=== branch_resolve_queue ===
<file path="config.mk">
export PLATFORM = sky130hd
export DESIGN_NAME = branch_resolve_queue
export DESIGN_NICKNAME = d
export VERILOG_FILES = /design/src/rtl/branch_pkg.sv /design/src/rtl/bq_fifo.sv /design/src/rtl/branch_resolve_queue.sv
export SDC_FILE = /design/constraint.sdc
export NUM_CORES = 1
export LEC_CHECK = 0
export CAP_MARGIN = 20
export CORE_MARGIN = 3
export CORE_UTILIZATION = 46
export DETAILED_ROUTE_END_ITERATION = 8
export PLACE_DENSITY = 0.76
export SETUP_SLACK_MARGIN = 0.4
export SLEW_MARGIN = 20
export SYNTH_ARGS = -nofsm -noshare
export SYNTH_HDL_FRONTEND = slang
export SYNTH_SLANG_ARGS = --single-unit
</file>
<file path="constraint.sdc">
create_clock -name clk -period 4.2 [get_ports clk]
set_input_delay 0.42 -clock clk [delete_from_list [all_inputs] [get_ports clk]]
set_output_delay 0.42 -clock clk [all_outputs]
set_load 0.02 [all_outputs]
</file>
<file path="src/rtl/branch_pkg.sv">
// branch_pkg: branch type encodings and queue entry field layout
package branch_pkg;
  typedef enum logic [1:0] {
    TYPE_NONE = 2'd0,
    TYPE_COND = 2'd1,
    TYPE_CALL = 2'd2,
    TYPE_RET  = 2'd3
  } br_type_e;
  localparam int REASON_OFF = 0;
  localparam int BRANCH_OFF = 1;
  localparam int PDPC_OFF   = 2;
  function automatic int pc_off(int aw);
    return PDPC_OFF + aw;
  endfunction
  function automatic int entry_width(int aw);
    return 2 * aw + 2;
  endfunction
endpackage

</file>
<file path="src/rtl/bq_fifo.sv">
// bq_fifo: DEPTH x WIDTH register FIFO with clear and push-through-pop when full
module bq_fifo #(
  parameter int WIDTH = 8,
  parameter int DEPTH = 8,
  parameter int PW    = 3
) (
  input  logic             clk,
  input  logic             rstn,
  input  logic             push,
  input  logic             pop,
  input  logic             clear,
  input  logic [WIDTH-1:0] din,
  output logic             full,
  output logic             empty,
  output logic [PW:0]      count,
  output logic [WIDTH-1:0] head
);
  logic [WIDTH-1:0] mem [DEPTH];
  logic [PW-1:0] wp, rp;
  logic do_push, do_pop;
  assign full    = count == (PW+1)'(DEPTH);
  assign empty   = count == '0;
  assign head    = mem[rp];
  assign do_pop  = pop && !empty;
  assign do_push = push && (!full || do_pop);
  always_ff @(posedge clk) begin
    if (!rstn) begin
      wp    <= '0;
      rp    <= '0;
      count <= '0;
    end else if (clear) begin
      wp    <= '0;
      rp    <= '0;
      count <= '0;
    end else begin
      if (do_push) wp <= wp + 1'b1;
      if (do_pop) rp <= rp + 1'b1;
      count <= count + (PW+1)'(do_push) - (PW+1)'(do_pop);
    end
  end
  always_ff @(posedge clk) begin
    if (do_push) mem[wp] <= din;
  end
endmodule

</file>
<file path="src/rtl/branch_resolve_queue.sv">
// branch_resolve_queue: in-order prediction queue resolved at EX, drives predictor training and redirect
module branch_resolve_queue
  import branch_pkg::*;
#(
  parameter int ADDR_WIDTH = 32,
  parameter int DEPTH      = 8,
  parameter int PTR_WIDTH  = 3,
  parameter int CNT_WIDTH  = 16
) (
  input  logic                  clk,
  input  logic                  rstn,
  input  logic                  ifPush,
  input  logic [ADDR_WIDTH-1:0] ifPC,
  input  logic [ADDR_WIDTH-1:0] ifPdPC,
  input  logic                  ifPdBranch,
  input  logic                  ifPdReason,
  output logic                  qFull,
  output logic                  qEmpty,
  output logic [PTR_WIDTH:0]    qCount,
  input  logic                  exDone,
  input  logic [ADDR_WIDTH-1:0] exPC,
  input  logic [ADDR_WIDTH-1:0] exNextPC,
  input  logic [ADDR_WIDTH-1:0] exPCTar,
  input  logic [1:0]            exType,
  input  logic                  exBranch,
  input  logic                  flush,
  output logic                  upVld,
  output logic [ADDR_WIDTH-1:0] upPC,
  output logic [ADDR_WIDTH-1:0] upPCTar,
  output logic [1:0]            upType,
  output logic                  upBranch,
  output logic                  upWrong,
  output logic                  redirect,
  output logic [ADDR_WIDTH-1:0] redirectPC,
  output logic [CNT_WIDTH-1:0]  mispCnt,
  output logic                  errPopEmpty
);
  localparam int EW = entry_width(ADDR_WIDTH);
  localparam int PO = pc_off(ADDR_WIDTH);
  logic [EW-1:0] din, head;
  logic [ADDR_WIDTH-1:0] head_pd;
  logic pop, wrong, misp, unused_head;
  assign din     = {ifPC, ifPdPC, ifPdBranch, ifPdReason};
  assign head_pd = head[PDPC_OFF +: ADDR_WIDTH];
  assign pop     = exDone && !qEmpty;
  assign wrong   = head_pd != exNextPC;
  assign misp    = pop && wrong;
  assign unused_head = ^{head[PO +: ADDR_WIDTH], head[BRANCH_OFF], head[REASON_OFF]};
  // a mispredict clears the queue, which also drops any wrong-path push this cycle
  bq_fifo #(.WIDTH(EW), .DEPTH(DEPTH), .PW(PTR_WIDTH)) u_fifo (
    .clk   (clk),
    .rstn  (rstn),
    .push  (ifPush),
    .pop   (pop),
    .clear (flush || misp),
    .din   (din),
    .full  (qFull),
    .empty (qEmpty),
    .count (qCount),
    .head  (head)
  );
  always_ff @(posedge clk) begin
    if (!rstn) begin
      upVld       <= 1'b0;
      upPC        <= '0;
      upPCTar     <= '0;
      upType      <= '0;
      upBranch    <= 1'b0;
      upWrong     <= 1'b0;
      redirect    <= 1'b0;
      redirectPC  <= '0;
      mispCnt     <= '0;
      errPopEmpty <= 1'b0;
    end else begin
      upVld       <= pop;
      upPC        <= pop ? exPC : '0;
      upPCTar     <= pop ? exPCTar : '0;
      upType      <= pop ? exType : '0;
      upBranch    <= pop && exBranch;
      upWrong     <= misp;
      redirect    <= misp && !flush;
      redirectPC  <= pop ? exNextPC : redirectPC;
      mispCnt     <= mispCnt + CNT_WIDTH'(misp && mispCnt != '1);
      errPopEmpty <= errPopEmpty || (exDone && qEmpty);
    end
  end
endmodule

</file>
**branch_resolve_queue: clock distribution**

Bar = 50 um.
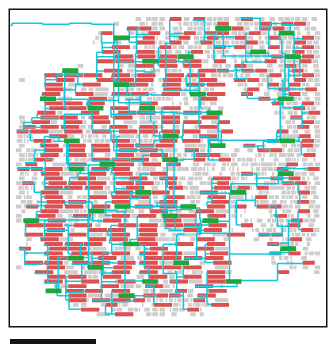
legend:
  cyan:
    item: clock wires
    length: 4260 um
  green:
    item: cells driving clock nets
    count: 40
  red:
    item: flip-flops
    count: 388
routed clock nets: 41
flops lie: all over the die

==> impl_metrics.csv <==
group,metric,value,unit
die,rows,64,
critical_path,endpoint,"mispCnt[14]",
layout,final_layout_size_suffix_gt1_share,17.3,%
clock_network,cts_max_path_buffers,3,
critical_path,cp.depth,18,
layout,design_area,19400,sq um
critical_path,crit_chain,"buf_4 -> buf_12 -> buf_6 -> mux2_2 -> o22ai_2 -> a221oi_2 -> xnor2_1 -> nand4_1 -> or4_4 -> o21a_1 -> o31a_1 -> ha_2 -> ha_4 -> nand2_4 -> nor2_2 -> nand4_1 -> xnor2_1 -> and2_1",
critical_path,r2r_slack,0.48,ns
timing,fin_crit_sh,88.6,%
synth,async_reset_ff_share,0,%
critical_path,crit_slowest_cell,"or4_4",
layout,layout_top_cell,"clkdlybuf4s50_1",
synth,largest_area_cell,"edfxtp_1",
hold_path,min-delay-start,"exPC[7]",
synth,yosys-stat-area,14500,sq um
global_routing,grt_pass1_vias,8907,
outcome,status,"finished, final reports clean",
synth,synth_top_area_share,53.1,%
layout,area_growth,34.1,%
route,wl_per_cell,21.2,um
route,highest-signal-layer,"met4",
clock_network,clock.latency.late_pin,0.55,ns
synth,ys_seq_share,71.3,%
-- kinds of logic after synthesis --
kind of cell	count (synthesis)	share of synthesized area, %
AOI/OAI and AO/OA	69	3.42
xor gates and xnor gates	44	2.66
adders and majority gates	11	1.00
buffers and inverters	53	1.82
DFF	388	71.3
muxes	106	11.4
and+or+nand+nor	233	8.31
-- layout make-up --
cell class,instances,area (sq um)
antenna,1,2.50
multi-input combinational,463,4030
sequential,388,10300
clock buffer,59,1150
tap,396,495
timing repair buffer,326,3200
clock inverter,15,159
inverter,10,37.5
fill,2187,11400
-- registers in the layout, indices dropped and copies added (netlist names), named ones only --
signal        count
u_fifo.count      4
upPCTar          32
upBranch          1
u_fifo.wp         3
upVld             1
upType            2
errPopEmpty       1
redirectPC       32
upWrong           1
upPC             32
redirect          1
u_fifo.mem      256
u_fifo.rp         3
mispCnt          16
-- timing repair --
item / 4_1_cts / 5_1_grt
gates cloned: 1 / 0
resized: 10 / 20
endpoints found under the setup margin: 12 / 10
pin swaps: 1 / 10
setup buffers: 8 / 17

=== progmem_loadable ===
**progmem_loadable: M3 wires**

Bar = 20 um.
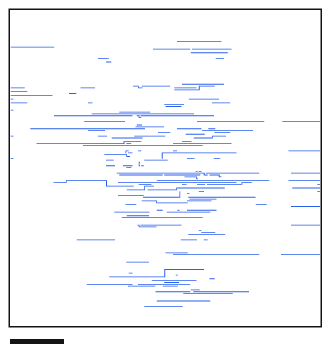
**progmem_loadable: a small window of the routed layout**

Region (37, 15) to (77, 55) um. Cells in gray, sequential cells in the stronger gray; small squares are vias.
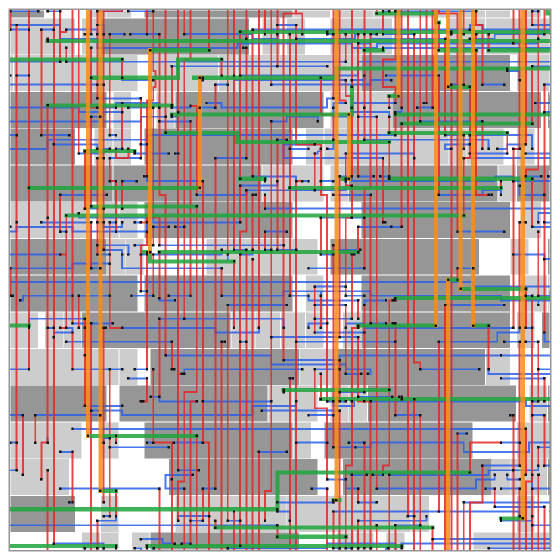
### config.mk
export PLATFORM = sky130hd
export DESIGN_NAME = progmem_loadable
export DESIGN_NICKNAME = d
export VERILOG_FILES = /design/src/rtl/progmem_pkg.sv /design/src/rtl/progmem_load_fsm.sv /design/src/rtl/progmem_loadable.sv
export SDC_FILE = /design/constraint.sdc
export NUM_CORES = 1
export LEC_CHECK = 0
export CAP_MARGIN = 20
export CORE_AREA = 5 5 109 111
export DETAILED_ROUTE_END_ITERATION = 10
export DIE_AREA = 0 0 114 116
export GPL_ROUTABILITY_DRIVEN = 1
export GPL_TIMING_DRIVEN = 0
export PLACE_DENSITY = 0.77
export SYNTH_ARGS = -nofsm -noshare
export SYNTH_HDL_FRONTEND = slang
export SYNTH_SLANG_ARGS = --single-unit
### constraint.sdc
create_clock -name clk -period 4 [get_ports clk]
set_clock_uncertainty 0.15 [all_clocks]
set_input_delay 1.2 -clock clk [delete_from_list [all_inputs] [get_ports clk]]
set_output_delay 1.2 -clock clk [all_outputs]
set_load 0.03 [all_outputs]
### src/rtl/progmem_pkg.sv
// Shared types and constants for the loadable TD4 program memory.
package progmem_pkg;

    localparam int ADDR_W_DEFAULT = 4;
    localparam int DATA_W_DEFAULT = 8;

    localparam logic [DATA_W_DEFAULT-1:0] NOP_WORD = '0;

    typedef enum logic [2:0] {
        ST_EMPTY = 3'd0,
        ST_LOAD  = 3'd1,
        ST_CHECK = 3'd2,
        ST_RUN   = 3'd3,
        ST_ERROR = 3'd4
    } state_t;

endpackage

### src/rtl/progmem_load_fsm.sv
// Streaming loader control: write pointer, handshake, CPU hold; checksum path under PROGMEM_CHECKSUM_EN.
// state | meaning
// EMPTY | nothing loaded, CPU held      LOAD  | accepting data words
// CHECK | awaiting checksum word        RUN   | CPU released
// ERROR | checksum mismatch, CPU held
module progmem_load_fsm
    import progmem_pkg::*;
#(
    parameter int ADDR_W = ADDR_W_DEFAULT
`ifdef PROGMEM_CHECKSUM_EN
    ,
    parameter int DATA_W = DATA_W_DEFAULT
`endif
) (
    input  logic              clk,
    input  logic              rst_n,
    input  logic              load_start,
    input  logic              in_valid,
`ifdef PROGMEM_CHECKSUM_EN
    input  logic [DATA_W-1:0] in_data,
`endif
    output logic              in_ready,
    output logic              cpu_run,
    output logic              load_err,
    output logic              wr_en,
    output logic [ADDR_W-1:0] wr_addr
);

    state_t            state, state_nx;
    logic [ADDR_W-1:0] ptr, ptr_nx;
    logic              accept;
`ifdef PROGMEM_CHECKSUM_EN
    logic [DATA_W-1:0] acc, acc_nx;
`endif

    // load_start always wins over a word offered in the same cycle
    assign accept  = in_valid & in_ready & ~load_start;
    assign wr_addr = ptr;

    always_comb begin
        state_nx = state;
        ptr_nx   = ptr;
        wr_en    = 1'b0;
`ifdef PROGMEM_CHECKSUM_EN
        acc_nx   = acc;
`endif
        if (load_start) begin
            state_nx = ST_LOAD;
            ptr_nx   = '0;
`ifdef PROGMEM_CHECKSUM_EN
            acc_nx   = '0;
`endif
        end else if (accept) begin
            case (state)
                ST_LOAD: begin
                    wr_en  = 1'b1;
                    ptr_nx = ptr + 1'b1;
`ifdef PROGMEM_CHECKSUM_EN
                    acc_nx = acc + in_data;
                    if (&ptr) state_nx = ST_CHECK;
`else
                    if (&ptr) state_nx = ST_RUN;
`endif
                end
`ifdef PROGMEM_CHECKSUM_EN
                ST_CHECK: state_nx = (in_data == acc) ? ST_RUN : ST_ERROR;
`endif
                default: ;
            endcase
        end
    end

    always_ff @(posedge clk) begin
        if (!rst_n) begin
            state    <= ST_EMPTY;
            ptr      <= '0;
            in_ready <= 1'b0;
            cpu_run  <= 1'b0;
            load_err <= 1'b0;
`ifdef PROGMEM_CHECKSUM_EN
            acc      <= '0;
`endif
        end else begin
            state    <= state_nx;
            ptr      <= ptr_nx;
            in_ready <= (state_nx == ST_LOAD) || (state_nx == ST_CHECK);
            cpu_run  <= (state_nx == ST_RUN);
            load_err <= (state_nx == ST_ERROR);
`ifdef PROGMEM_CHECKSUM_EN
            acc      <= acc_nx;
`endif
        end
    end

endmodule

### src/rtl/progmem_loadable.sv
// Writable TD4 program memory: combinational fetch port plus host streaming loader.
// Optional checksum word after the image is enabled by PROGMEM_CHECKSUM_EN.
module progmem_loadable
    import progmem_pkg::*;
#(
    parameter int ADDR_W = ADDR_W_DEFAULT,
    parameter int DATA_W = DATA_W_DEFAULT
) (
    input  logic              clk,
    input  logic              rst_n,
    input  logic [ADDR_W-1:0] A,
    output logic [DATA_W-1:0] D,
    input  logic              load_start,
    input  logic [DATA_W-1:0] in_data,
    input  logic              in_valid,
    output logic              in_ready,
    output logic              cpu_run,
    output logic              load_err
);

    localparam int DEPTH = 2 ** ADDR_W;

    logic [DATA_W-1:0] mem [DEPTH];
    logic              wr_en;
    logic [ADDR_W-1:0] wr_addr;

    progmem_load_fsm #(
        .ADDR_W(ADDR_W)
`ifdef PROGMEM_CHECKSUM_EN
        ,
        .DATA_W(DATA_W)
`endif
    ) u_fsm (
        .clk       (clk),
        .rst_n     (rst_n),
        .load_start(load_start),
        .in_valid  (in_valid),
`ifdef PROGMEM_CHECKSUM_EN
        .in_data   (in_data),
`endif
        .in_ready  (in_ready),
        .cpu_run   (cpu_run),
        .load_err  (load_err),
        .wr_en     (wr_en),
        .wr_addr   (wr_addr)
    );

    always_ff @(posedge clk) begin
        if (!rst_n) begin
            for (int i = 0; i < DEPTH; i++) mem[i] <= DATA_W'(NOP_WORD);
        end else if (wr_en) begin
            mem[wr_addr] <= in_data;
        end
    end

    // no write bypass: a word appears on D only after its write edge
    assign D = mem[A];

endmodule

==> impl_metrics.csv <==
group,metric,value,unit
outcome,status,"finished, violations left",
outcome,failed_checks,"setup timing",
route,drt-vias-per-instance,6.12,
global_routing,busiest_layer,"met2",
power_and_ir_drop,p_clk_share,44.1,%
power_and_ir_drop,comb_power_share,7.8,%
clock_network,hold_buffers,0,
timing,final.setup.worst_slack,-0.0479,ns
timing,setup_viol,1,
synth,syn_area,6270,sq um
power_and_ir_drop,p_sw,747,uW
power_and_ir_drop,clock_net_power,1510,uW
timing,hold_slack,0.331,ns
layout,final_util,69.8,%
layout,clkCellAreaFrac,7.69,%
die,rows,38,
synth,synth_nets,478,
synth,area_leaders,"edfxtp_1, mux4_2, nor2_1, and2_1, dfxtp_1",
synth,async_reset_ff_share,0,%
route,highest-signal-layer,"met4",
synth,yosys_warnings,0,
layout,top_area_cell_class,"sequential cells",
layout,num_antenna_cells,0,
clock_network,cts_buffers,17,
clock_network,postCtsResizedCells,64,
layout,comb_cells,282,
critical_path,crit_chain,"clkdlybuf4s15_2 -> buf_4 -> mux4_2 -> a22oi_1 -> nand2_1 -> buf_2",
global_routing,grt-ovfl-total,0,
timing,fin_tns_setup,-0.0479,ns
layout,seq_cell_count,138,
clock_network,cts_max_path_buffers,2,
synth,ys_seq_share,64.5,%
job,warning_count,30,
route,drtAntennaViolNets,0,
die,boundaryPins,27,
global_routing,grt_pass1_vias,4335,
route,wirelength,15.7,mm
layout,final_layout_size_suffix_gt1_share,23.4,%
clock_network,tritoncts,"built",
global_routing,antenna_found_initial,0,
power_and_ir_drop,vdd_drop_max,0.382,mV
route,vias,4108,
layout,signal_buffers,72,
synth,yosys_register_bits,138,
Notes on 'M3 wires' of progmem_loadable above:
share of all routed wire: 9.7%
main direction: horizontal
longest straight run: 43.7 um

Notes on 'a small window of the routed layout' of progmem_loadable above:
legend:
  green:
    layer: met3
  orange:
    layer: met4
  red:
    layer: met2
  blue:
    layer: met1
cells with their middle in the window: 90
sequential cells in the window: 27
netlist names of flops here include: mem (27)
most frequent: edfxtp_1 (27), nor2_1 (21), nand2_1 (12)

cells by family (layout without fill, tap and decap cells):
group	after synthesis	after routing	share of synthesized area (%)
and+or+nand+nor	201	201	15.8
muxes	32	32	11.5
adders and majority gates	4	4	0.798
AOI/OAI and AO/OA	45	45	4.53
DFF	138	138	64.5
buffers and inverters	38	111	2.89
stage by stage:
step	setup WS [ns]	cells	cell area, sq um	total power, uW
after floorplan	0.141	458	6270	1820
after global placement	-1.19	623	6700	1920
after detailed placement	-1.18	639	6800	1930
after CTS	-0.0407	670	7420	3420
after global routing	-0.0547	671	7470	3520
final	-0.0479	671	7470	3430
worst register-to-register path: stages, from the launching register on:
cell	delay, ns
dfxtp_1	0.31
clkbuf_1	0.27
nor2b_1	0.18
clkbuf_1	0.40
nand3_1	0.19
o21ai_0	0.68
buf_4	0.28
final timing paths:
kind / from / endpoint / slack [ns]
setup / recovery: A[1] / D[5] / -0.05
hold / removal: u_fsm.state[2] / u_fsm.state[2] / 0.33
setup reg to reg: u_fsm.wr_addr[2] / mem[7][7] / 1.25
hold reg to reg: u_fsm.state[2] / u_fsm.state[2] / 0.33


==> screenshots <==
Routed metal, one color a layer.
image #1
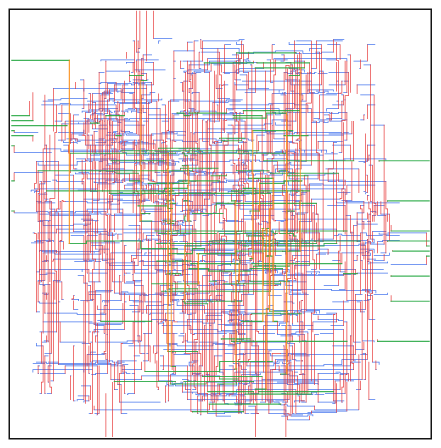
image #2
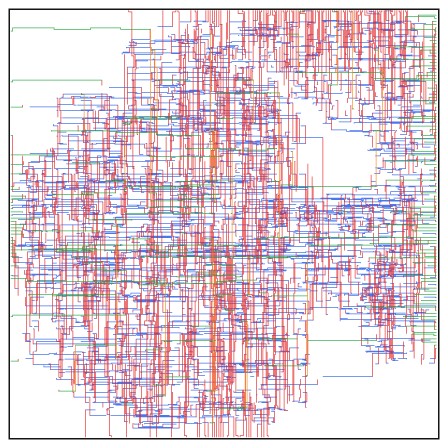
- most wire: image #2
| picture | from |
|---|---|
| image #1 | progmem_loadable |
| image #2 | branch_resolve_queue |

Key to image #2:
legend:
  red:
    layer: met2
    wire_length: 17500 um
  orange:
    layer: met4
    wire_length: 939 um
  blue:
    layer: met1
    wire_length: 14300 um
  green:
    layer: met3
    wire_length: 2490 um

Power and IR drop assume default switching activity.
